# block 1

===== src/rtl/regfile_flags_if.sv =====
// regfile_flags_if: operand/status bus between the execute stage and the
// register file / flag block.
//   master : execute-stage side; drives addresses, write data, ALU status
//   slave  : regfile_flags side; returns read data and registered flags
// Signals:
//   SrcReg1/SrcReg2 read addresses, SrcData1/SrcData2 read data
//   DstReg/WriteReg/DstData write port
//   ALU_Result/ALU_Ovfl/FlagWrite flag-update inputs, Flags registered Z/V/N
interface regfile_flags_if #(
    parameter int DATA_W = 16,
    parameter int ADDR_W = 4
);
    logic [ADDR_W-1:0] SrcReg1;
    logic [ADDR_W-1:0] SrcReg2;
    logic [ADDR_W-1:0] DstReg;
    logic              WriteReg;
    logic [DATA_W-1:0] DstData;
    logic [DATA_W-1:0] SrcData1;
    logic [DATA_W-1:0] SrcData2;
    logic [DATA_W-1:0] ALU_Result;
    logic              ALU_Ovfl;
    logic [2:0]        FlagWrite;
    logic [2:0]        Flags;

    modport master (
        output SrcReg1, SrcReg2, DstReg, WriteReg, DstData,
               ALU_Result, ALU_Ovfl, FlagWrite,
        input  SrcData1, SrcData2, Flags
    );

    modport slave (
        input  SrcReg1, SrcReg2, DstReg, WriteReg, DstData,
               ALU_Result, ALU_Ovfl, FlagWrite,
        output SrcData1, SrcData2, Flags
    );
endinterface


===== src/rtl/regfile_flags.sv =====
// regfile_flags: 2**ADDR_W x DATA_W general-purpose register file with two
// combinational read ports and one write port, plus the Z/V/N flag register
// loaded from the execute-stage result.
// Ports:
//   clk  - system clock, all state updates on the rising edge
//   rst  - asynchronous active-high reset, clears registers and flags
//   bus  - regfile_flags_if.slave (read/write ports, ALU status, Flags)
// Register 0 reads as zero and ignores writes.
// Optional build macro: REGFILE_BYPASS_EN - when defined, a read port that
// addresses the register being written this cycle returns DstData directly.
module regfile_flags #(
    parameter int DATA_W = 16,
    parameter int ADDR_W = 4
) (
    input  logic           clk,
    input  logic           rst,
    regfile_flags_if.slave bus
);
    localparam int unsigned NUM_REGS = 2 ** ADDR_W;

    logic [DATA_W-1:0] regs [NUM_REGS];
    logic [2:0]        flags_q;
    logic [2:0]        flags_next;
    logic              wr_en;
    logic [DATA_W-1:0] rd1;
    logic [DATA_W-1:0] rd2;

    // Writes to R0 are dropped here, so regs[0] stays at its reset value.
    assign wr_en = bus.WriteReg && (bus.DstReg != '0);

    always_ff @(posedge clk or posedge rst) begin
        if (rst) begin
            for (int unsigned i = 0; i < NUM_REGS; i++) begin
                regs[i] <= '0;
            end
        end else if (wr_en) begin
            regs[bus.DstReg] <= bus.DstData;
        end
    end

    always_comb begin
        rd1 = (bus.SrcReg1 == '0) ? '0 : regs[bus.SrcReg1];
        rd2 = (bus.SrcReg2 == '0) ? '0 : regs[bus.SrcReg2];
`ifdef REGFILE_BYPASS_EN
        // wr_en already excludes R0, so R0 is never bypassed.
        if (wr_en && (bus.SrcReg1 == bus.DstReg)) rd1 = bus.DstData;
        if (wr_en && (bus.SrcReg2 == bus.DstReg)) rd2 = bus.DstData;
`endif
    end

    assign bus.SrcData1 = rd1;
    assign bus.SrcData2 = rd2;

    // Bit order: [2]=Z, [1]=V, [0]=N.
    always_comb begin
        flags_next[2] = (bus.ALU_Result == '0);
        flags_next[1] = bus.ALU_Ovfl;
        flags_next[0] = bus.ALU_Result[DATA_W-1];
    end

    always_ff @(posedge clk or posedge rst) begin
        if (rst) begin
            flags_q <= 3'b000;
        end else begin
            for (int unsigned b = 0; b < 3; b++) begin
                if (bus.FlagWrite[b]) flags_q[b] <= flags_next[b];
            end
        end
    end

    assign bus.Flags = flags_q;
endmodule


===== src/flat_wrapper.sv =====
// flat-port wrapper written by rule: the top's interface ports become plain ports
module regfile_flags_flat 
#(
    parameter int DATA_W = 16,
    parameter int ADDR_W = 4
)
  (clk, rst, bus_SrcReg1, bus_SrcReg2, bus_DstReg, bus_WriteReg, bus_DstData, bus_ALU_Result, bus_ALU_Ovfl, bus_FlagWrite, bus_SrcData1, bus_SrcData2, bus_Flags);
  regfile_flags_if #(.DATA_W(DATA_W), .ADDR_W(ADDR_W)) bus_i ();
  input  logic clk;
  input  logic rst;
  input wire logic [$bits(bus_i.SrcReg1)-1:0] bus_SrcReg1;
  input wire logic [$bits(bus_i.SrcReg2)-1:0] bus_SrcReg2;
  input wire logic [$bits(bus_i.DstReg)-1:0] bus_DstReg;
  input wire logic [$bits(bus_i.WriteReg)-1:0] bus_WriteReg;
  input wire logic [$bits(bus_i.DstData)-1:0] bus_DstData;
  input wire logic [$bits(bus_i.ALU_Result)-1:0] bus_ALU_Result;
  input wire logic [$bits(bus_i.ALU_Ovfl)-1:0] bus_ALU_Ovfl;
  input wire logic [$bits(bus_i.FlagWrite)-1:0] bus_FlagWrite;
  output wire logic [$bits(bus_i.SrcData1)-1:0] bus_SrcData1;
  output wire logic [$bits(bus_i.SrcData2)-1:0] bus_SrcData2;
  output wire logic [$bits(bus_i.Flags)-1:0] bus_Flags;
  assign bus_i.SrcReg1 = bus_SrcReg1;
  assign bus_i.SrcReg2 = bus_SrcReg2;
  assign bus_i.DstReg = bus_DstReg;
  assign bus_i.WriteReg = bus_WriteReg;
  assign bus_i.DstData = bus_DstData;
  assign bus_i.ALU_Result = bus_ALU_Result;
  assign bus_i.ALU_Ovfl = bus_ALU_Ovfl;
  assign bus_i.FlagWrite = bus_FlagWrite;
  assign bus_SrcData1 = bus_i.SrcData1;
  assign bus_SrcData2 = bus_i.SrcData2;
  assign bus_Flags = bus_i.Flags;
  regfile_flags #(.DATA_W(DATA_W), .ADDR_W(ADDR_W)) u_core (.clk(clk), .rst(rst), .bus(bus_i));
endmodule

===== config.mk =====
export PLATFORM = sky130hd
export DESIGN_NAME = regfile_flags_flat
export DESIGN_NICKNAME = d
export VERILOG_FILES = /design/src/rtl/regfile_flags_if.sv /design/src/rtl/regfile_flags.sv /design/src/flat_wrapper.sv
export SDC_FILE = /design/constraint.sdc
export NUM_CORES = 1
export LEC_CHECK = 0
export CAP_MARGIN = 0
export CORE_MARGIN = 2
export CORE_UTILIZATION = 45
export DETAILED_ROUTE_END_ITERATION = 8
export PLACE_DENSITY = 0.66
export SLEW_MARGIN = 40
export SYNTH_ARGS = -nofsm -noshare
export SYNTH_HDL_FRONTEND = slang
export SYNTH_SLANG_ARGS = --single-unit

===== constraint.sdc =====
create_clock -name clk -period 11.3 [get_ports clk]
set_input_delay 2.26 -clock clk [delete_from_list [all_inputs] [get_ports clk]]
set_output_delay 2.26 -clock clk [all_outputs]
set_load 0.005 [all_outputs]

# block 2

===== src/rtl/spi_pwm_pkg.sv =====
// Shared definitions for the SPI-facing PWM register bank: address map, bit
// positions within STATUS/CTRL, and the packed PWM configuration record.
package spi_pwm_pkg;

  localparam int unsigned REG_W = 8;

  localparam logic [3:0] ADDR_CTRL   = 4'h0;
  localparam logic [3:0] ADDR_PERIOD = 4'h1;
  localparam logic [3:0] ADDR_DUTY0  = 4'h2;
  localparam logic [3:0] ADDR_DUTY1  = 4'h3;
  localparam logic [3:0] ADDR_COMMIT = 4'h4;
  localparam logic [3:0] ADDR_STATUS = 4'h5;
  localparam logic [3:0] ADDR_WRCNT  = 4'h6;
  localparam logic [3:0] ADDR_ID     = 4'h7;

  localparam int unsigned ST_DIRTY = 0;
  localparam int unsigned ST_ERR   = 1;

  localparam int unsigned CTRL_EN  = 0;
  localparam int unsigned CTRL_INV = 1;

  typedef logic [REG_W-1:0] reg_t;

  typedef struct packed {
    reg_t ctrl;
    reg_t period;
    reg_t duty0;
    reg_t duty1;
  } pwm_cfg_t;

endpackage


===== src/rtl/spi_wr_strobe.sv =====
// Converts the SPI slave's level write request into a single-edge strobe per
// frame; the edge-detect flop is cleared whenever the frame ends (cs high).
module spi_wr_strobe (
  input  logic sclk,
  input  logic rst_n,
  input  logic cs,
  input  logic wr_en,
  output logic wr_stb
);

  logic wr_q;
  logic wr_d;
  logic clr_n;

  // Frame end and reset share one asynchronous clear of the edge detector.
  assign clr_n = rst_n & ~cs;
  assign wr_d  = wr_en;

  always_ff @(posedge sclk or negedge clr_n) begin
    if (!clr_n) begin
      wr_q <= 1'b0;
    end else begin
      wr_q <= wr_d;
    end
  end

  assign wr_stb = wr_en & ~wr_q;

endmodule


===== src/rtl/spi_reg_bank.sv =====
// Double-buffered PWM configuration registers behind the SPI slave, with
// status, write counter and ID read-back; all state in the SCLK domain.
module spi_reg_bank #(
  parameter logic [7:0] ID_VALUE   = 8'hA5,
  parameter logic [7:0] PERIOD_RST = 8'hFF,
  parameter logic [7:0] DUTY_RST   = 8'h00
) (
  input  logic       sclk,
  input  logic       rst_n,
  input  logic       cs,
  input  logic [3:0] addr,
  input  logic [7:0] data_wr,
  input  logic       wr_en,
  output logic [7:0] data_rd,
  output logic [7:0] pwm_ctrl,
  output logic [7:0] pwm_period,
  output logic [7:0] pwm_duty0,
  output logic [7:0] pwm_duty1
);

  import spi_pwm_pkg::*;

  localparam pwm_cfg_t CfgRst = '{
    ctrl:   8'h00,
    period: PERIOD_RST,
    duty0:  DUTY_RST,
    duty1:  DUTY_RST
  };

  logic     wr_stb;
  pwm_cfg_t shadow_q, shadow_d;
  pwm_cfg_t active_q, active_d;
  logic     dirty_q, dirty_d;
  logic     err_q, err_d;
  reg_t     wrcnt_q, wrcnt_d;

  spi_wr_strobe u_wr_strobe (
    .sclk   (sclk),
    .rst_n  (rst_n),
    .cs     (cs),
    .wr_en  (wr_en),
    .wr_stb (wr_stb)
  );

  always_comb begin
    shadow_d = shadow_q;
    active_d = active_q;
    dirty_d  = dirty_q;
    err_d    = err_q;
    wrcnt_d  = wrcnt_q;
    if (wr_stb) begin
      if (wrcnt_q != 8'hFF) begin
        wrcnt_d = wrcnt_q + 8'd1;
      end
      case (addr)
        ADDR_CTRL: begin
          shadow_d.ctrl = data_wr;
          dirty_d       = 1'b1;
        end
        ADDR_PERIOD: begin
          shadow_d.period = data_wr;
          dirty_d         = 1'b1;
        end
        ADDR_DUTY0: begin
          shadow_d.duty0 = data_wr;
          dirty_d        = 1'b1;
        end
        ADDR_DUTY1: begin
          shadow_d.duty1 = data_wr;
          dirty_d        = 1'b1;
        end
        ADDR_COMMIT: begin
          if (data_wr[0]) begin
            active_d = shadow_q;
            dirty_d  = 1'b0;
          end
        end
        ADDR_STATUS: begin
          if (data_wr[ST_ERR]) begin
            err_d = 1'b0;
          end
        end
        // WRCNT, ID and the unmapped range reject writes.
        default: begin
          err_d = 1'b1;
        end
      endcase
    end
  end

  always_ff @(posedge sclk or negedge rst_n) begin
    if (!rst_n) begin
      shadow_q <= CfgRst;
      active_q <= CfgRst;
      dirty_q  <= 1'b0;
      err_q    <= 1'b0;
      wrcnt_q  <= '0;
    end else begin
      shadow_q <= shadow_d;
      active_q <= active_d;
      dirty_q  <= dirty_d;
      err_q    <= err_d;
      wrcnt_q  <= wrcnt_d;
    end
  end

  always_comb begin
    data_rd = '0;
    case (addr)
      ADDR_CTRL:   data_rd = shadow_q.ctrl;
      ADDR_PERIOD: data_rd = shadow_q.period;
      ADDR_DUTY0:  data_rd = shadow_q.duty0;
      ADDR_DUTY1:  data_rd = shadow_q.duty1;
      ADDR_STATUS: begin
        data_rd[ST_DIRTY] = dirty_q;
        data_rd[ST_ERR]   = err_q;
      end
      ADDR_WRCNT:  data_rd = wrcnt_q;
      ADDR_ID:     data_rd = ID_VALUE;
      default:     data_rd = '0;
    endcase
  end

  assign pwm_ctrl   = active_q.ctrl;
  assign pwm_period = active_q.period;
  assign pwm_duty0  = active_q.duty0;
  assign pwm_duty1  = active_q.duty1;

endmodule


===== config.mk =====
export PLATFORM = sky130hd
export DESIGN_NAME = spi_reg_bank
export DESIGN_NICKNAME = d
export VERILOG_FILES = /design/src/rtl/spi_pwm_pkg.sv /design/src/rtl/spi_wr_strobe.sv /design/src/rtl/spi_reg_bank.sv
export SDC_FILE = /design/constraint.sdc
export NUM_CORES = 1
export LEC_CHECK = 0
export CORE_UTILIZATION = 55
export DETAILED_ROUTE_END_ITERATION = 8
export PLACE_DENSITY = 0.82
export SKIP_CTS_REPAIR_TIMING = 1
export SLEW_MARGIN = 20
export SYNTH_ARGS = -nofsm -noshare
export SYNTH_HDL_FRONTEND = slang
export SYNTH_SLANG_ARGS = --single-unit

===== constraint.sdc =====
create_clock -name sclk -period 3.4 [get_ports sclk]
set_input_delay 0.68 -clock sclk [delete_from_list [all_inputs] [get_ports sclk]]
set_output_delay 0.68 -clock sclk [all_outputs]
set_load 0.005 [all_outputs]

# block 3

## src/rtl/audio_mixer.sv

```systemverilog
// ============================================================================
// Module   : audio_mixer
// Brief    : Time-multiplexed stereo mixer (one channel per clock) feeding two
//            first-order sigma-delta DACs. Define AUDIO_MIXER_SATURATE_EN to
//            clip the mix instead of attenuating it.
// Revision : 1.0 - initial release
// ============================================================================
`default_nettype none

module audio_mixer #(
   parameter int CHANNELS = 6,
   parameter int DW       = 8,
   parameter int OW       = 10
) (
   input  logic                   clock,
   input  logic                   reset,
   input  logic [CHANNELS*DW-1:0] din,
   input  logic [CHANNELS*4-1:0]  vol,
   input  logic [CHANNELS*2-1:0]  pan,
   output logic [OW-1:0]          sample_l,
   output logic [OW-1:0]          sample_r,
   output logic                   strobe,
   output logic [1:0]             audio
);

   localparam int AW   = (CHANNELS == 1) ? DW + 1 : DW + 1 + $clog2(CHANNELS);
   localparam int IW   = (CHANNELS > 1) ? $clog2(CHANNELS) : 1;
   localparam int PW   = DW + 1;
   localparam int OMAX = (1 << OW) - 1;
   localparam logic [IW-1:0] LAST_SLOT = IW'(CHANNELS - 1);

   logic [IW-1:0]   idx;
   logic [AW-1:0]   acc_l;
   logic [AW-1:0]   acc_r;
   logic [DW-1:0]   cur_din;
   logic [3:0]      cur_vol;
   logic [1:0]      cur_pan;
   logic [DW+3:0]   prod;
   logic [PW-1:0]   term;
   logic [AW-1:0]   sum_l;
   logic [AW-1:0]   sum_r;
   logic            last_slot;
   logic [OW:0]     dacc_l;
   logic [OW:0]     dacc_r;

   // Only the channel owning the current slot is looked at.
   always_comb begin
      cur_din = '0;
      cur_vol = '0;
      cur_pan = '0;
      for (int k = 0; k < CHANNELS; k++) begin
         if (idx == IW'(k)) begin
            cur_din = din[k*DW +: DW];
            cur_vol = vol[k*4 +: 4];
            cur_pan = pan[k*2 +: 2];
         end
      end
   end

   assign prod      = {4'b0000, cur_din} * {{DW{1'b0}}, cur_vol};
   assign term      = PW'(prod >> 3);
   assign sum_l     = acc_l + (cur_pan[0] ? AW'(term) : '0);
   assign sum_r     = acc_r + (cur_pan[1] ? AW'(term) : '0);
   assign last_slot = (idx == LAST_SLOT);

   function automatic logic [OW-1:0] scale(input logic [AW-1:0] s);
`ifdef AUDIO_MIXER_SATURATE_EN
      return (s > AW'(OMAX)) ? '1 : OW'(s);
`else
      return OW'(s >> (AW - OW));
`endif
   endfunction

   always_ff @(posedge clock or posedge reset) begin
      if (reset) begin
         idx      <= '0;
         acc_l    <= '0;
         acc_r    <= '0;
         sample_l <= '0;
         sample_r <= '0;
         strobe   <= 1'b0;
      end else if (last_slot) begin
         idx      <= '0;
         acc_l    <= '0;
         acc_r    <= '0;
         sample_l <= scale(sum_l);
         sample_r <= scale(sum_r);
         strobe   <= 1'b1;
      end else begin
         idx      <= idx + 1'b1;
         acc_l    <= sum_l;
         acc_r    <= sum_r;
         strobe   <= 1'b0;
      end
   end

   // The carry out of each DAC accumulator is the output bit; it is dropped
   // before the next addition so the residue keeps integrating.
   always_ff @(posedge clock or posedge reset) begin
      if (reset) begin
         dacc_l <= '0;
         dacc_r <= '0;
      end else begin
         dacc_l <= {1'b0, dacc_l[OW-1:0]} + {1'b0, sample_l};
         dacc_r <= {1'b0, dacc_r[OW-1:0]} + {1'b0, sample_r};
      end
   end

   assign audio = {dacc_r[OW], dacc_l[OW]};

endmodule

`default_nettype wire

```

## config.mk

```make
export PLATFORM = sky130hd
export DESIGN_NAME = audio_mixer
export DESIGN_NICKNAME = d
export VERILOG_FILES = /design/src/rtl/audio_mixer.sv
export SDC_FILE = /design/constraint.sdc
export NUM_CORES = 1
export LEC_CHECK = 0
export CAP_MARGIN = 20
export CELL_PAD_IN_SITES_DETAIL_PLACEMENT = 1
export CELL_PAD_IN_SITES_GLOBAL_PLACEMENT = 1
export CORE_ASPECT_RATIO = 0.8
export CORE_MARGIN = 5
export CORE_UTILIZATION = 35
export CTS_BUF_LIST = sky130_fd_sc_hd__clkbuf_4 sky130_fd_sc_hd__clkbuf_8
export DETAILED_ROUTE_END_ITERATION = 12
export PLACE_DENSITY = 0.73
export SLEW_MARGIN = 20
export SYNTH_ARGS = -nofsm -noshare
export SYNTH_HDL_FRONTEND = slang
export SYNTH_SLANG_ARGS = --single-unit
```

## constraint.sdc

```tcl
create_clock -name clock -period 8.7 [get_ports clock]
set_input_delay 0.87 -clock clock [delete_from_list [all_inputs] [get_ports clock]]
set_output_delay 0.87 -clock clock [all_outputs]
set_load 0.05 [all_outputs]
```

Block 3, routed clock nets over the placement:
Bar = 50 µm.
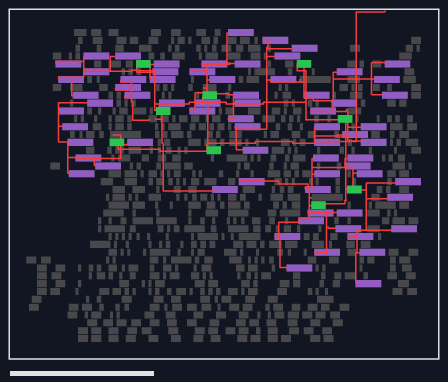
clock wires: drawn in red, length 1,070 µm. clock drivers: drawn in green, count 9. flip-flops: drawn in purple, count 70.
There are 10 routed clock nets.

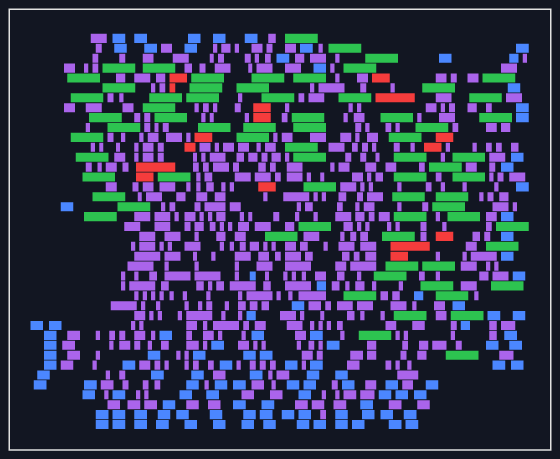
Block 3: cells colored by class
flops: drawn in green, cells 70, share of their area 27%. combinational and other logic: drawn in purple, cells 508, share of their area 53%. other buffers and delay cells: drawn in blue, cells 114, share of their area 17%. clock drivers and dummy loads: drawn in red, cells 16, share of their area 3.9%.

==> impl_metrics.env, block 3 <==
# source this file to load flow results
export IMPL_highest_layer="met4"
export IMPL_ctsHoldBuffers=0
export IMPL_status="finished, final reports clean"
export IMPL_globalRouteMet1Util_pct=21.32
export IMPL_nets=858
export IMPL_wl_met2_mm=7.020
export IMPL_flop_count=70
export IMPL_crit_buf_inv=2
export IMPL_wl_met1_mm=6.526
export IMPL_clk_share_pct=3.734
export IMPL_grt_setup_unrepaired="false"
export IMPL_ant_nets=0
export IMPL_critical_path_top_delay_family="adder cells"
export IMPL_p_per_area_nw_per_um2=276.3
export IMPL_power_w=0.001889
export IMPL_initial_core_util_pct=35.70
export IMPL_root_buffer="clkbuf_8"
export IMPL_dp_hpwl_mm=11.42
export IMPL_synth_warnings=0
export IMPL_diodes=0
export IMPL_ctsResizeCount=0
export IMPL_ys_seq_share_pct=32.68
export IMPL_grt_use_met2_pct=28.54
export IMPL_clock_latency_ps=360
export IMPL_p_sw_w=0.0007914
export IMPL_p_leak_nw=3.317
==> block 3: cell families after synthesis <==
logic type | synth area share [%]
AND/OR/NAND/NOR | 16.18
AND-OR/OR-AND | 15.55
flip-flops | 32.68
adder cells (fa/ha/maj) | 18.35
buffers and inverters | 5.462
XOR/XNOR | 6.863
multiplexers | 4.925
==> block 3: cell usage in the layout (no fill, tap or decap), types with 3 or more instances in the layout <==
master           count
clkdlybuf4s50_1    108
nor2_1             101
dfrtp_1             70
ha_1                53
nand2_1             51
a21oi_1             41
inv_1               39
o21ai_0             34
xnor2_1             25
mux2i_1             23
xor2_1              17
fa_1                16
o21ai_1             13
a221oi_1            12
a21o_1              11
clkbuf_8            11
nor2b_1              8
nand3_1              6
or2_1                6
and2_1               5
or2_2                5
nand2b_1             5
buf_4                5
a21boi_1             3
mux2_1               3
o21bai_1             3
bufinv_16            3
==> block 3: power groups by stage <==
stage / Combinational (W) / Clock (W) / Sequential [W]
finish: 0.00104 / 0.000338 / 0.000516
global route: 0.00116 / 0.000361 / 0.000529
CTS: 0.00105 / 0.000348 / 0.000519
detailed placement: 0.00105 / 0 / 0.000525
global placement: 0.000990 / 0 / 0.000516
floorplan: 0.000635 / 0 / 0.000640
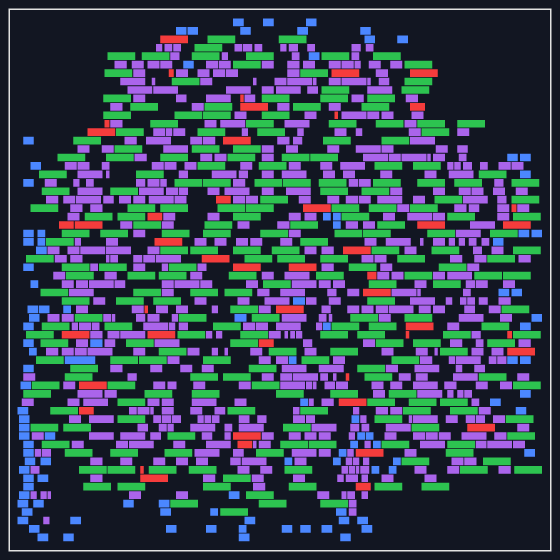
Block 1: cells colored by class
clock drivers and dummy loads: drawn in red, cells 46, share of their area 5.8%. combinational and other logic: drawn in purple, cells 554, share of their area 45%. flops: drawn in green, cells 243, share of their area 42%. other buffers and delay cells: drawn in blue, cells 108, share of their area 7.2%.
design area: 14,930 µm²
Seq area share: 40.73%

==> impl_metrics.env, block 1 <==
# source this file to load flow results
export IMPL_slowest_stage="clkdlybuf4s50_1"
export IMPL_status="finished, final reports clean"
export IMPL_wl_per_cell_um=26.57
export IMPL_p_per_area_nw_per_um2=179.9
export IMPL_comb_area_um2=6476
export IMPL_clk_pin_slew_ps=60
export IMPL_ys_cells=882
export IMPL_core_um2=28550
export IMPL_synth_cell_types=33
export IMPL_power_w=0.002686
export IMPL_portBuffers=85
export IMPL_r2r_cells=1
export IMPL_cts_path_max_buffers=3
export IMPL_die_h_um=174.0
export IMPL_reg2reg_from="u_core.regs[124]"
export IMPL_nNonClkInverters=1
export IMPL_hold_class="flop to flop"
export IMPL_min_to="u_core.bus.Flags[2]"
export IMPL_min_period_ps=7303
export IMPL_dp_hpwl_mm=21.18
export IMPL_worst_slack_ps=3997
export IMPL_place_inst=1288
export IMPL_setup_violations=0
export IMPL_clock_latency_ps=540
export IMPL_firstDrtPassIters=5
export IMPL_cts_made_buffers=27
export IMPL_clkbuf_count=41
export IMPL_largest_cell_class="combinational gates"
export IMPL_nets=985
export IMPL_timing_rr_end="u_core.regs[124]"
export IMPL_grt_remaining_overflow=0
export IMPL_grt_max_degree=108
export IMPL_root_buffer="clkbuf_16"
export IMPL_flop_count=243
export IMPL_critical_path_max_stage_delay_ps=570
export IMPL_ys_chip_area_um2=13010
export IMPL_synth_area_um2=13010
## block 1: logic make-up (layout without fill, tap and decap cells)
group / count (synthesis) / after routing / synth area share (%)
simple gates: 63 / 63 / 2.578
flops: 243 / 243 / 46.75
compound gates: 88 / 88 / 5.137
mux: 402 / 402 / 41.88
buf+inv: 86 / 155 / 3.655
## block 1: flip-flops by register name, indices dropped and copies added, names as in the netlist
name / flops
u_core.regs: 240
u_core.bus.Flags: 3
## block 1: power breakdown
group          internal, W  leakage, nW  switching, W  total (W)
sequential         0.00107         2.98      0.000154    0.00123
clock             0.000488        0.418      0.000349   0.000837
combinational     0.000400         2.65      0.000222   0.000622
## block 1: synth_stat cells (2+ instances only)
library cell and count:
a221oi_1 31, o22ai_1 26, mux2i_1 21, nand2_1 4
mux4_2 84, nor3_1 2, nand2b_1 9, nor3b_1 2
nand3b_1 2, buf_4 17, nor2b_1 5, buf_8 2
dfrtp_1 243, buf_2 34, nor2_2 6, mux2_2 297
or3_1 3, nor4_1 2, buf_6 3, a211oi_1 28
clkbuf_1 27, or2_2 3, nor2_1 21
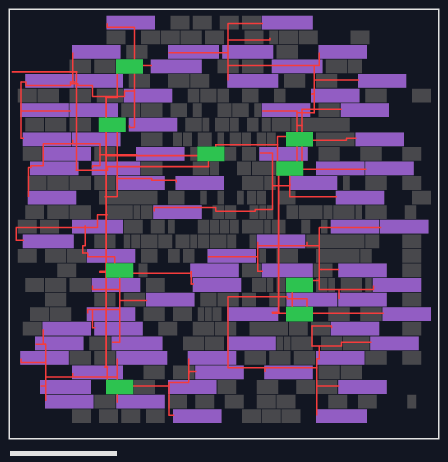
Block 2: routed clock nets over the placement
Bar = 20 µm.
clock wires: drawn in red, length 875 µm. clock drivers: drawn in green, count 9. flip-flops: drawn in purple, count 75.
There are 10 routed clock nets.
clk ins delay skew pair: 350 ps
setup skew after layout: 8.542 ps
power share of the clock group: 35.9%
clk pwr: 0.000871 W

==> impl_metrics.env, block 2 <==
# source this file to load flow results
export IMPL_hold_class="primary input to asynchronous set/reset pin"
export IMPL_p_int_w=0.001834
export IMPL_grt_antenna_before_repair=0
export IMPL_finalClockPeriodUsage_pct=97.30
export IMPL_initial_core_util_pct=56.70
export IMPL_grt_pass1_wl_mm=11.39
export IMPL_portBuffers=55
export IMPL_seq_area_um2=1897
export IMPL_worst_slew_pin_transition_ps=557.5
export IMPL_rows=28
export IMPL_synthCells=251
export IMPL_p_leak_nw=1.914
export IMPL_dpl_instance_area_um2=4011
export IMPL_root_buffer="clkbuf_8"
export IMPL_comb_area_um2=1386
export IMPL_final_nonclk_buf_share_pct=14.76
export IMPL_logic_gates=165
export IMPL_ys_ff=75
export IMPL_grt_remaining_overflow=0
export IMPL_reg2reg_from="u_wr_strobe.wr_q"
export IMPL_fillers=409
export IMPL_ant_nets=0
export IMPL_mostFrequentLayoutCell="mux2_2"
export IMPL_dp_hpwl_mm=4.807
export IMPL_switching_share_pct=24.50
export IMPL_peakVddDrop_v=0.0003358
export IMPL_maxSlewViolCount=0
export IMPL_final_cell_count_no_fill=395
export IMPL_clkbuf_count=12
export IMPL_nNonClkInverters=1
export IMPL_slew_headroom_pct=62.72
export IMPL_pin_count=56
export IMPL_drc=0
export IMPL_worstPathMaxFanout=11
export IMPL_wl_met1_mm=3.290
export IMPL_fp_nets=268
export IMPL_status="finished, final reports clean"
export IMPL_crit_chain="clkdlybuf4s50_1, buf_4, and2b_1, nand2_1, o21ai_0, o2bb2ai_1, clkdlybuf4s50_1"
export IMPL_wl_met2_mm=3.289
export IMPL_place_congestion=0.8976
==> block 2: synthesized netlist by cell type <==
cell	n	share of area [%]
buf_4	1	0.23
o311ai_0	3	0.79
nor2b_1	6	1.1
ha_1	1	0.37
nand3b_1	1	0.23
mux2_2	63	21
nand4_2	1	0.37
nor3_1	3	0.45
clkbuf_1	2	0.23
a22oi_1	4	0.90
a221oi_1	1	0.26
nand2b_1	4	0.75
a21oi_1	6	0.90
xor2_1	2	0.53
inv_1	1	0.11
and2b_1	2	0.45
buf_2	7	1.0
xnor2_1	2	0.53
nor2_1	14	1.6
nor3_2	1	0.30
a31oi_1	2	0.37
mux4_2	1	0.67
dfrtp_1	59	44
o2bb2ai_1	2	0.53
nand2_1	11	1.2
o21ai_0	6	0.90
dfstp_2	16	13
nor2_2	1	0.19
a211o_1	1	0.26
mux2_1	5	1.7
and3_1	2	0.37
nand3_1	7	1.0
o221ai_1	2	0.53
mux2i_1	8	2.4
and2_1	1	0.19
nand4_1	2	0.37
==> block 2: sequential cells by signal (all words and copies together), names as in the netlist <==
register and cells:
pwm_duty0 8, dirty_q 1, pwm_period 8, pwm_ctrl 8, err_q 1, shadow_q 32
pwm_duty1 8, u_wr_strobe.wr_q 1, wrcnt_q 8

==> screenshots <==
The clock network.
picture 1
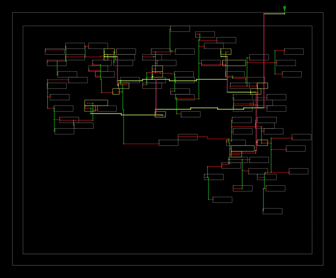
picture 2
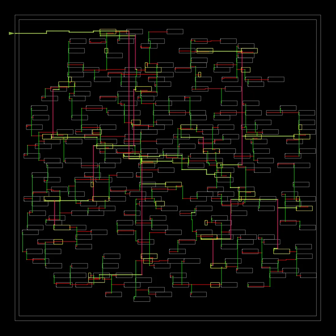
picture 3
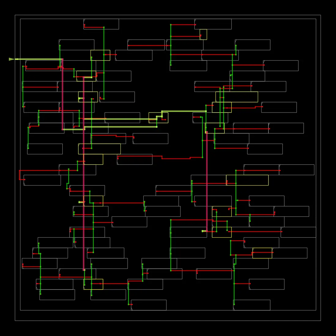
- most sequential cells: picture 2
| from | picture |
|---|---|
| block 2 | picture 3 |
| block 1 | picture 2 |
| block 3 | picture 1 |


# block 4

Block 4, cells colored by class:
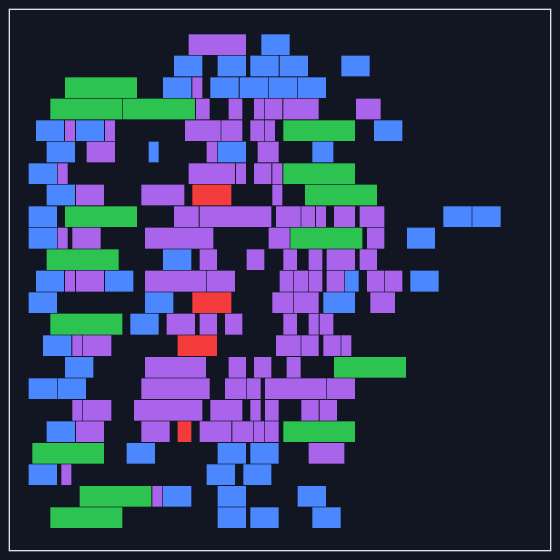

`src/rtl/sr_flag_pkg.sv`:
```
// Shared types and defaults for the SR flag arbiter.
// SR_TOGGLE_EN (in sr_flag_arbiter) turns S=R=1 into a toggle.
package sr_flag_pkg;

    localparam int DEF_NUM_REQ   = 4;
    localparam int DEF_NUM_FLAGS = 8;

    typedef enum logic [1:0] {
        CMD_HOLD,
        CMD_SET,
        CMD_RST,
        CMD_BOTH
    } sr_cmd_e;

    function automatic sr_cmd_e sr_decode(input logic s, input logic r);
        sr_cmd_e cmd;
        unique case ({s, r})
            2'b10:   cmd = CMD_SET;
            2'b01:   cmd = CMD_RST;
            2'b11:   cmd = CMD_BOTH;
            default: cmd = CMD_HOLD;
        endcase
        return cmd;
    endfunction

endpackage

```
`src/rtl/sr_flag_arbiter_rr_arbiter.sv`:
```
// Combinational round-robin picker: first unmasked request
// found searching upward from i_ptr, wrapping at NUM_REQ.
module rr_arbiter
    import sr_flag_pkg::*;
#(
    parameter int NUM_REQ = DEF_NUM_REQ,
    localparam int PTR_W  = $clog2(NUM_REQ)
) (
    input  logic [NUM_REQ-1:0] i_req,
    input  logic [NUM_REQ-1:0] i_mask,
    input  logic [PTR_W-1:0]   i_ptr,
    output logic [NUM_REQ-1:0] o_gnt,
    output logic               o_valid
);

    logic [NUM_REQ-1:0] w_elig;

    assign w_elig = i_req & ~i_mask;

    // Offset k outer so the nearest candidate to the pointer wins.
    always_comb begin
        o_gnt   = '0;
        o_valid = 1'b0;
        for (int k = 0; k < NUM_REQ; k++) begin
            for (int i = 0; i < NUM_REQ; i++) begin
                if (!o_valid && w_elig[i] &&
                    i_ptr == PTR_W'((i + NUM_REQ - k) % NUM_REQ)) begin
                    o_gnt[i] = 1'b1;
                    o_valid  = 1'b1;
                end
            end
        end
    end

endmodule

```
`src/rtl/sr_flag_arbiter.sv`:
```
// Round-robin shared SR flag bank with sticky error flag.
// Define SR_TOGGLE_EN to make S=R=1 toggle the flag (JK style).
module sr_flag_arbiter
    import sr_flag_pkg::*;
#(
    parameter int NUM_REQ   = DEF_NUM_REQ,
    parameter int NUM_FLAGS = DEF_NUM_FLAGS,
    localparam int IDX_W    = $clog2(NUM_FLAGS)
) (
    input  logic                     i_clk,
    input  logic                     i_rst,
    input  logic [NUM_REQ-1:0]       i_req,
    input  logic [NUM_REQ-1:0]       i_req_s,
    input  logic [NUM_REQ-1:0]       i_req_r,
    input  logic [NUM_REQ*IDX_W-1:0] i_req_idx,
    input  logic                     i_err_clr,
    output logic [NUM_REQ-1:0]       o_gnt,
    output logic [NUM_FLAGS-1:0]     o_q,
    output logic [NUM_FLAGS-1:0]     o_qn,
    output logic                     o_err
);

    localparam int PTR_W = $clog2(NUM_REQ);

    logic [PTR_W-1:0]     r_ptr;
    logic [NUM_REQ-1:0]   r_gnt;
    logic [NUM_FLAGS-1:0] r_q;
    logic                 r_err;

    logic [NUM_REQ-1:0]   w_win;
    logic                 w_valid;
    logic [PTR_W-1:0]     w_win_id;
    logic                 w_s;
    logic                 w_r;
    logic [IDX_W-1:0]     w_idx;
    logic                 w_in_rng;
    sr_cmd_e              w_cmd;
    logic [NUM_FLAGS-1:0] w_q_nxt;
    logic                 w_err_set;
    logic [PTR_W-1:0]     w_ptr_nxt;

    rr_arbiter #(
        .NUM_REQ (NUM_REQ)
    ) u_arb (
        .i_req   (i_req),
        .i_mask  (r_gnt),
        .i_ptr   (r_ptr),
        .o_gnt   (w_win),
        .o_valid (w_valid)
    );

    always_comb begin
        w_win_id = '0;
        w_s      = 1'b0;
        w_r      = 1'b0;
        w_idx    = '0;
        for (int i = 0; i < NUM_REQ; i++) begin
            if (w_win[i]) begin
                w_win_id = PTR_W'(i);
                w_s      = i_req_s[i];
                w_r      = i_req_r[i];
                w_idx    = i_req_idx[i*IDX_W +: IDX_W];
            end
        end
    end

    assign w_cmd    = sr_decode(w_s, w_r);
    assign w_in_rng = int'(w_idx) < NUM_FLAGS;

    assign w_ptr_nxt = (w_win_id == PTR_W'(NUM_REQ - 1)) ?
                       '0 : w_win_id + 1'b1;

    always_comb begin
        w_q_nxt   = r_q;
        w_err_set = 1'b0;
        if (w_valid) begin
            if (!w_in_rng) begin
                w_err_set = 1'b1;
            end else begin
                case (w_cmd)
                    CMD_SET:  w_q_nxt[w_idx] = 1'b1;
                    CMD_RST:  w_q_nxt[w_idx] = 1'b0;
                    CMD_BOTH: begin
`ifdef SR_TOGGLE_EN
                        w_q_nxt[w_idx] = ~r_q[w_idx];
`else
                        w_err_set = 1'b1;
`endif
                    end
                    default:  w_q_nxt = r_q;
                endcase
            end
        end
    end

    always_ff @(posedge i_clk or posedge i_rst) begin
        if (i_rst) begin
            r_ptr <= '0;
            r_gnt <= '0;
            r_q   <= '0;
            r_err <= 1'b0;
        end else begin
            r_gnt <= w_win;
            r_q   <= w_q_nxt;
            if (w_valid) begin
                r_ptr <= w_ptr_nxt;
            end
            // A fresh error outranks a simultaneous clear.
            if (w_err_set) begin
                r_err <= 1'b1;
            end else if (i_err_clr) begin
                r_err <= 1'b0;
            end
        end
    end

    assign o_gnt = r_gnt;
    assign o_q   = r_q;
    assign o_qn  = ~r_q;
    assign o_err = r_err;

endmodule

```
`config.mk`:
```
export PLATFORM = sky130hd
export DESIGN_NAME = sr_flag_arbiter
export DESIGN_NICKNAME = d
export VERILOG_FILES = /design/src/rtl/sr_flag_pkg.sv /design/src/rtl/sr_flag_arbiter_rr_arbiter.sv /design/src/rtl/sr_flag_arbiter.sv
export SDC_FILE = /design/constraint.sdc
export NUM_CORES = 1
export LEC_CHECK = 0
export ABC_CLOCK_PERIOD_IN_PS = 3550
export CAP_MARGIN = 20
export CORE_MARGIN = 2
export CORE_UTILIZATION = 25
export CTS_BUF_LIST = sky130_fd_sc_hd__clkbuf_8 sky130_fd_sc_hd__clkbuf_16
export CTS_CLUSTER_DIAMETER = 50
export DETAILED_ROUTE_END_ITERATION = 16
export GPL_TIMING_DRIVEN = 0
export SYNTH_ARGS = -nofsm -noshare
export SYNTH_HDL_FRONTEND = slang
export SYNTH_SLANG_ARGS = --single-unit
```
`constraint.sdc`:
```
create_clock -name i_clk -period 3.55 [get_ports i_clk]
set_input_delay 0.8875 -clock i_clk [delete_from_list [all_inputs] [get_ports i_clk]]
set_output_delay 0.8875 -clock i_clk [all_outputs]
set_load 0.02 [all_outputs]
```
# block 5

<file path="src/rtl/cla_pipe_pkg.sv">
// Shared constants for the pipelined carry-lookahead adder/subtractor.
package cla_pipe_pkg;

  localparam logic OP_ADD    = 1'b0;
  localparam logic OP_SUB    = 1'b1;
  localparam int   CLA_SLICE = 4;

endpackage

</file>
<file path="src/rtl/cla4.sv">
// 4-bit carry-lookahead adder block.
module cla4 (
  input  logic [3:0] a,
  input  logic [3:0] b,
  input  logic       c_in,
  output logic [3:0] s,
  output logic       c_out
);

  logic [3:0] g;
  logic [3:0] p;
  logic [4:0] c;

  always_comb begin
    g    = a & b;
    p    = a ^ b;
    c[0] = c_in;
    c[1] = g[0] | (p[0] & c_in);
    c[2] = g[1] | (p[1] & g[0]) | (p[1] & p[0] & c_in);
    c[3] = g[2] | (p[2] & g[1]) | (p[2] & p[1] & g[0]) | (p[2] & p[1] & p[0] & c_in);
    c[4] = g[3] | (p[3] & g[2]) | (p[3] & p[2] & g[1]) | (p[3] & p[2] & p[1] & g[0])
         | (p[3] & p[2] & p[1] & p[0] & c_in);
    s     = p ^ c[3:0];
    c_out = c[4];
  end

endmodule

</file>
<file path="src/rtl/cla_pipe_stage.sv">
// One W-bit pipeline slice: chained cla4 blocks plus registered carry and valid.
module cla_pipe_stage
  import cla_pipe_pkg::*;
#(
  parameter int W = 8
) (
  input  logic         clk,
  input  logic         rst,
  input  logic         adv,
  input  logic         valid_i,
  input  logic [W-1:0] a_i,
  input  logic [W-1:0] b_i,
  input  logic         c_i,
  output logic [W-1:0] sum_o,
  output logic         valid_o,
  output logic         c_o,
  output logic         c_msb_o
);

  localparam int NB = W / CLA_SLICE;

  logic [NB:0] chain;
  logic        valid_d, valid_q;
  logic        c_d, c_q;
  logic        c_msb_d, c_msb_q;

  assign chain[0] = c_i;

  for (genvar j = 0; j < NB; j++) begin : g_cla
    cla4 u_cla4 (
      .a     (a_i[CLA_SLICE*j +: CLA_SLICE]),
      .b     (b_i[CLA_SLICE*j +: CLA_SLICE]),
      .c_in  (chain[j]),
      .s     (sum_o[CLA_SLICE*j +: CLA_SLICE]),
      .c_out (chain[j+1])
    );
  end

  // Carry into the MSB recovered from the MSB sum bit; only the last slice's copy feeds ovf.
  always_comb begin
    valid_d = valid_i;
    c_d     = chain[NB];
    c_msb_d = a_i[W-1] ^ b_i[W-1] ^ sum_o[W-1];
  end

  always_ff @(posedge clk) begin
    if (rst) begin
      valid_q <= 1'b0;
      c_q     <= 1'b0;
      c_msb_q <= 1'b0;
    end else if (adv) begin
      valid_q <= valid_d;
      c_q     <= c_d;
      c_msb_q <= c_msb_d;
    end
  end

  assign valid_o = valid_q;
  assign c_o     = c_q;
  assign c_msb_o = c_msb_q;

endmodule

</file>
<file path="src/rtl/cla_pipe.sv">
// Pipelined N-bit CLA adder/subtractor, one slice per stage, valid/ready on both sides.
module cla_pipe
  import cla_pipe_pkg::*;
#(
  parameter int N      = 32,
  parameter int STAGES = 4
) (
  input  logic         clk,
  input  logic         rst,
  input  logic         in_valid,
  output logic         in_ready,
  input  logic [N-1:0] a,
  input  logic [N-1:0] b,
  input  logic         c_in,
  input  logic         op,
  output logic         out_valid,
  input  logic         out_ready,
  output logic [N-1:0] sum,
  output logic         c_out,
  output logic         ovf,
  output logic         zero
);

  if (STAGES < 1 || (N % (CLA_SLICE * STAGES)) != 0) begin : g_bad_cfg
    $error("cla_pipe: N must be a multiple of 4*STAGES");
  end

  localparam int W = N / STAGES;

  logic              adv;
  logic [N-1:0]      b_eff;
  logic [N-1:0]      a_fwd   [STAGES];
  logic [N-1:0]      b_fwd   [STAGES];
  logic [N-1:0]      dsk_fwd [STAGES];
  logic [STAGES-1:0] v_q, c_q, cm_q;
  logic [N-1:0]      sum_nxt;
  logic              zero_d, zero_q;

  assign adv      = !out_valid || out_ready;
  assign in_ready = adv;
  assign b_eff    = (op == OP_SUB) ? ~b : b;

  for (genvar k = 0; k < STAGES; k++) begin : g_stage
    logic [N-1:0] a_in, b_in, lo_in;
    logic         v_in, c_k;
    logic [W-1:0] s_k;
    logic [N-1:0] dsk_d, dsk_q;

    if (k == 0) begin : g_head
      assign a_in  = a;
      assign b_in  = b_eff;
      assign lo_in = '0;
      assign v_in  = in_valid;
      assign c_k   = c_in;
    end else begin : g_body
      assign a_in  = a_fwd[k-1];
      assign b_in  = b_fwd[k-1];
      assign lo_in = dsk_fwd[k-1];
      assign v_in  = v_q[k-1];
      assign c_k   = c_q[k-1];
    end

    cla_pipe_stage #(.W(W)) u_stage (
      .clk     (clk),
      .rst     (rst),
      .adv     (adv),
      .valid_i (v_in),
      .a_i     (a_in[W-1:0]),
      .b_i     (b_in[W-1:0]),
      .c_i     (c_k),
      .sum_o   (s_k),
      .valid_o (v_q[k]),
      .c_o     (c_q[k]),
      .c_msb_o (cm_q[k])
    );

    // De-skew: merge this slice into the lower slices that arrived alongside it.
    always_comb begin
      dsk_d = lo_in | (N'(s_k) << (W * k));
    end

    always_ff @(posedge clk) begin
      if (rst) begin
        dsk_q <= '0;
      end else if (adv) begin
        dsk_q <= dsk_d;
      end
    end

    assign dsk_fwd[k] = dsk_q;

    if (k < STAGES - 1) begin : g_skew
      logic [N-1:0] a_sk_d, a_sk_q, b_sk_d, b_sk_q;

      always_comb begin
        a_sk_d = a_in >> W;
        b_sk_d = b_in >> W;
      end

      always_ff @(posedge clk) begin
        if (rst) begin
          a_sk_q <= '0;
          b_sk_q <= '0;
        end else if (adv) begin
          a_sk_q <= a_sk_d;
          b_sk_q <= b_sk_d;
        end
      end

      assign a_fwd[k] = a_sk_q;
      assign b_fwd[k] = b_sk_q;
    end else begin : g_tail
      assign a_fwd[k] = '0;
      assign b_fwd[k] = '0;
      assign sum_nxt  = dsk_d;
    end
  end

  always_comb begin
    zero_d = (sum_nxt == '0);
  end

  always_ff @(posedge clk) begin
    if (rst) begin
      zero_q <= 1'b0;
    end else if (adv) begin
      zero_q <= zero_d;
    end
  end

  assign out_valid = v_q[STAGES-1];
  assign sum       = dsk_fwd[STAGES-1];
  assign c_out     = c_q[STAGES-1];
  assign ovf       = c_q[STAGES-1] ^ cm_q[STAGES-1];
  assign zero      = zero_q;

endmodule

</file>
<file path="config.mk">
export PLATFORM = sky130hd
export DESIGN_NAME = cla_pipe
export DESIGN_NICKNAME = d
export VERILOG_FILES = /design/src/rtl/cla_pipe_pkg.sv /design/src/rtl/cla4.sv /design/src/rtl/cla_pipe_stage.sv /design/src/rtl/cla_pipe.sv
export SDC_FILE = /design/constraint.sdc
export NUM_CORES = 1
export LEC_CHECK = 0
export CAP_MARGIN = 0
export CORE_MARGIN = 5
export CORE_UTILIZATION = 35
export DETAILED_ROUTE_END_ITERATION = 16
export SKIP_CTS_REPAIR_TIMING = 1
export SYNTH_ARGS = -nofsm -noshare
export SYNTH_HDL_FRONTEND = slang
export SYNTH_SLANG_ARGS = --single-unit
</file>
<file path="constraint.sdc">
create_clock -name clk -period 3.57 [get_ports clk]
set_input_delay 0.5355 -clock clk [delete_from_list [all_inputs] [get_ports clk]]
set_output_delay 0.5355 -clock clk [all_outputs]
set_load 0.05 [all_outputs]
</file>
Block 5, cells colored by class:
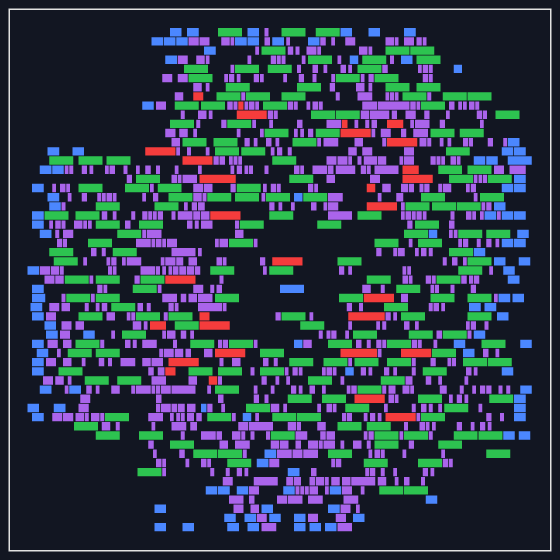
combinational and other logic: drawn in purple, cells 710, share of their area 42%. flops: drawn in green, cells 186, share of their area 40%. clock drivers and dummy loads: drawn in red, cells 30, share of their area 6.5%. other buffers and delay cells: drawn in blue, cells 114, share of their area 12%.

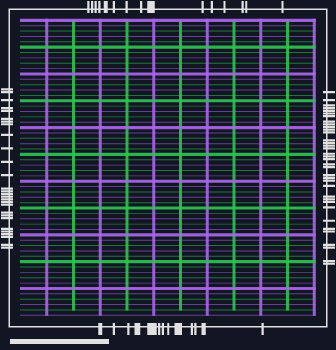
Block 5: PDN straps and rails
Bar = 50 µm. Pins as bars on the die edge.
VDD: drawn in green. VSS: drawn in purple.
11 straps on met5. 11 straps on met4.

==> impl_metrics.env, block 5 <==
# source this file to load flow results
export IMPL_status="finished, final reports clean"
export IMPL_switching_share_pct=24.38
export IMPL_p_sw_w=0.001174
export IMPL_die_width_um=160.3
export IMPL_ys_cells=963
export IMPL_largest_area_cell="dfxtp_1"
export IMPL_comb_area_um2=3876
export IMPL_flop_count=186
export IMPL_grt_use_met2_pct=18.73
export IMPL_slowest_stage="fa_1"
export IMPL_hold_class="flop to flop"
export IMPL_grt_setup_unrepaired="false"
export IMPL_worst_slew_pin_transition_ps=777.6
export IMPL_mostFrequentLayoutCells="nand2_1, dfxtp_1, a21oi_1"
export IMPL_largest_cell_class="combinational gates"
export IMPL_via_per_inst=4.725
export IMPL_worst_slack_ps=700.6
export IMPL_grt_use_met3_pct=3.123
export IMPL_synthCells=963
export IMPL_grt_pass1_vias=5810
export IMPL_critical_path_max_stage_delay_ps=470
export IMPL_hold_slack_ps=450.9
export IMPL_fp_nets=1073
export IMPL_wl_met3_um=704
export IMPL_firstDrtPassIters=4
export IMPL_clk_pin_slew_ps=70
export IMPL_seq_share_pct=38.16
export IMPL_finalSetupTns_ps=0
export IMPL_buffers=114
export IMPL_grt_remaining_overflow=0
export IMPL_rows=55
-- block 5: sequential cells by signal, indices dropped and copies added, names as in the netlist --
signal,count
g_stage.u_stage.c_msb_o,1
g_stage.g_skew.a_sk_q,48
g_stage.dsk_q,48
sum,32
zero,1
g_stage.u_stage.c_o,4
g_stage.u_stage.valid_o,4
g_stage.g_skew.b_sk_q,48
-- block 5: worst max-delay path: cells and delay by family, from the launching register on --
family	cells	cell delay, ps
and+or+nand+nor	5	900
DFF	1	340
AOI/OAI and AO/OA	4	800
adders and majority gates	2	760
-- block 5: per-stage QoR --
| step | utilization, % | total power, W | cells |
|---|---|---|---|
| after floorplan | - | 0.002717 | 963 |
| after global placement | 40.79 | 0.002924 | 1295 |
| after detailed placement | 40.79 | 0.002931 | 1295 |
| after CTS | 43.50 | 0.004883 | 1325 |
| after global routing | 43.50 | 0.005048 | 1325 |
| final | 43.50 | 0.004815 | 1325 |
-- block 5: logic make-up (layout without fill, tap and decap cells) --
family          count (synthesis)  count (layout)  synth area share [%]
compound gates                217             217                 16.26
xor+xnor                       44              44                 4.875
fa+ha+maj                      40              40                 7.091
buf+inv                        80             157                 3.957
flops                         186             186                 47.10
mux                             4               4                0.5065
simple gates                  392             392                 20.21
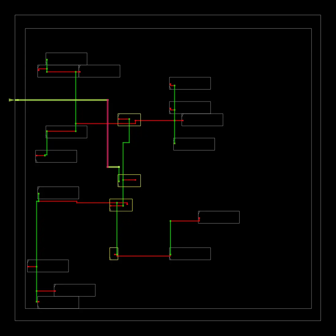
Block 4: the clock network
sequential cells: 15
clk pwr: 0.000142 W
Num CTS Buffers: 3
Clock buffer cells: 3
setup skew after layout: 3.280 ps

Notes on 'cells colored by class' of block 4 above:
other buffers and delay cells: drawn in blue, cells 51, share of their area 30%. combinational and other logic: drawn in purple, cells 94, share of their area 45%. flops: drawn in green, cells 15, share of their area 22%. clock drivers and dummy loads: drawn in red, cells 4, share of their area 2.7%.

==> impl_metrics.env, block 4 <==
# source this file to load flow results
export IMPL_maxSlewViolCount=0
export IMPL_htreeDepth=1
export IMPL_fp_nets=143
export IMPL_fmax_mhz=297.9
export IMPL_p_int_w=0.0008191
export IMPL_cp_start_kind="primary input"
export IMPL_synth_area_um2=1033
export IMPL_place_congestion=0.8239
export IMPL_synth_edff_count=0
export IMPL_die_width_um=68.30
export IMPL_syn_area_per_cell_um2=9.066
export IMPL_ys_ff=15
export IMPL_drc=0
export IMPL_largest_area_cell="dfrtp_1"
export IMPL_path_class="primary input to flop"
export IMPL_diodes=0
export IMPL_syn2layout_area_growth_pct=69.13
export IMPL_highest_layer="met4"
export IMPL_dpl_instance_area_um2=1567
export IMPL_globalRouteMet1Util_pct=16.00
export IMPL_grt_remaining_overflow=0
export IMPL_synthCells=114
export IMPL_top_area_share_pct=36.32
export IMPL_yosys_area_share_simple_pct=26.27
export IMPL_seq_area_um2=375.4
export IMPL_grt_busiest_layer="met2"
export IMPL_logic_family="simple AND/OR/NAND/NOR gates"
export IMPL_top_power_group="combinational cells"
export IMPL_hold_class="flop to flop"
export IMPL_die_area_um2=4664
export IMPL_p_clk_share_pct=9.2
export IMPL_finalClockPeriodUsage_pct=94.54
export IMPL_postLayoutCellArea_um2=1748
export IMPL_cts_sinks=15
export IMPL_hold_violations=0
export IMPL_place_inst=211
export IMPL_grt_use_met3_pct=3.125
export IMPL_synth_cell_types=39
export IMPL_setup_violations=0
export IMPL_ys_chip_area_um2=1033
export IMPL_cts_path_max_buffers=2
export IMPL_drt_wl_total_mm=3.035
export IMPL_status="finished, final reports clean"
export IMPL_portBuffers=47
==> block 4: area by class of cell <==
class                           instances  area share, %
Timing Repair Buffer                   48          27.34
Inverter                               13          2.792
Clock buffer                            3          2.362
Multi-Input combinational cell         81          41.02
Clock inverter                          1         0.2863
Buffer                                  3          1.145
Tap cell                               50          3.579
Sequential cell                        15          21.47
==> block 4: path summary, 6_finish.rpt <==
check	start	end	slack, ps	cells past startpoint
max in group asynchronous	i_rst	r_ptr[1]	2150	2
max reg2reg	r_ptr[0]	flop	800	10
min reg2reg	o_err	o_err	530	2
min	o_err	o_err	530	2
max	i_req[0]	flop	190	11
min in group asynchronous	i_rst	asynchronous set/reset pin	1000	2
==> block 4: repair_timing <==
| action | CTS | global route |
|---|---|---|
| pin swaps | 1 | 7 |
| resized | 7 | 15 |
| buffers inserted | 0 | 1 |
| setup endpoints to repair | 5 | 8 |
==> block 4: critical path, cell delays in order <==
cell and delay (ps):
clkdlybuf4s50_1 430, nor2b_1 190, o32a_1 390, or2_4 280, o22ai_2 140, a31oi_1 80, a21o_1 200, ha_4 300
nand2_8 90, nor4b_2 300, mux2i_1 230


## Gallery

PDN straps and rails.
(a)
Bar = 50 µm. Pins as bars on the die edge.
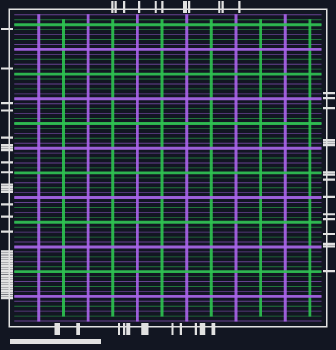
(b)
Bar = 50 µm. Pins as bars on the die edge.
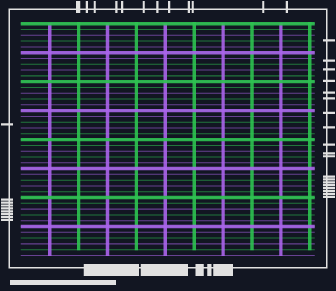
(c)
Bar = 20 µm. Pins as bars on the die edge.
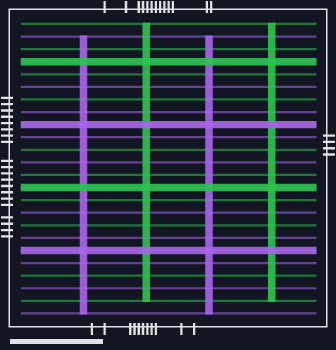
(d)
Bar = 20 µm. Pins as bars on the die edge.
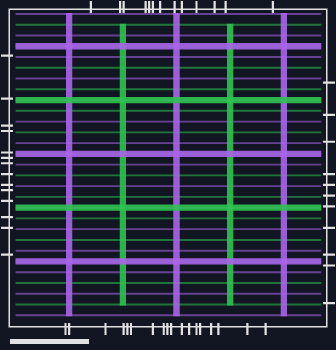
- most pins: (b)
- smallest die: (c)
| picture | from |
|---|---|
| (a) | block 1 |
| (c) | block 4 |
| (d) | block 2 |
| (b) | block 3 |

Power and IR drop assume default switching activity.
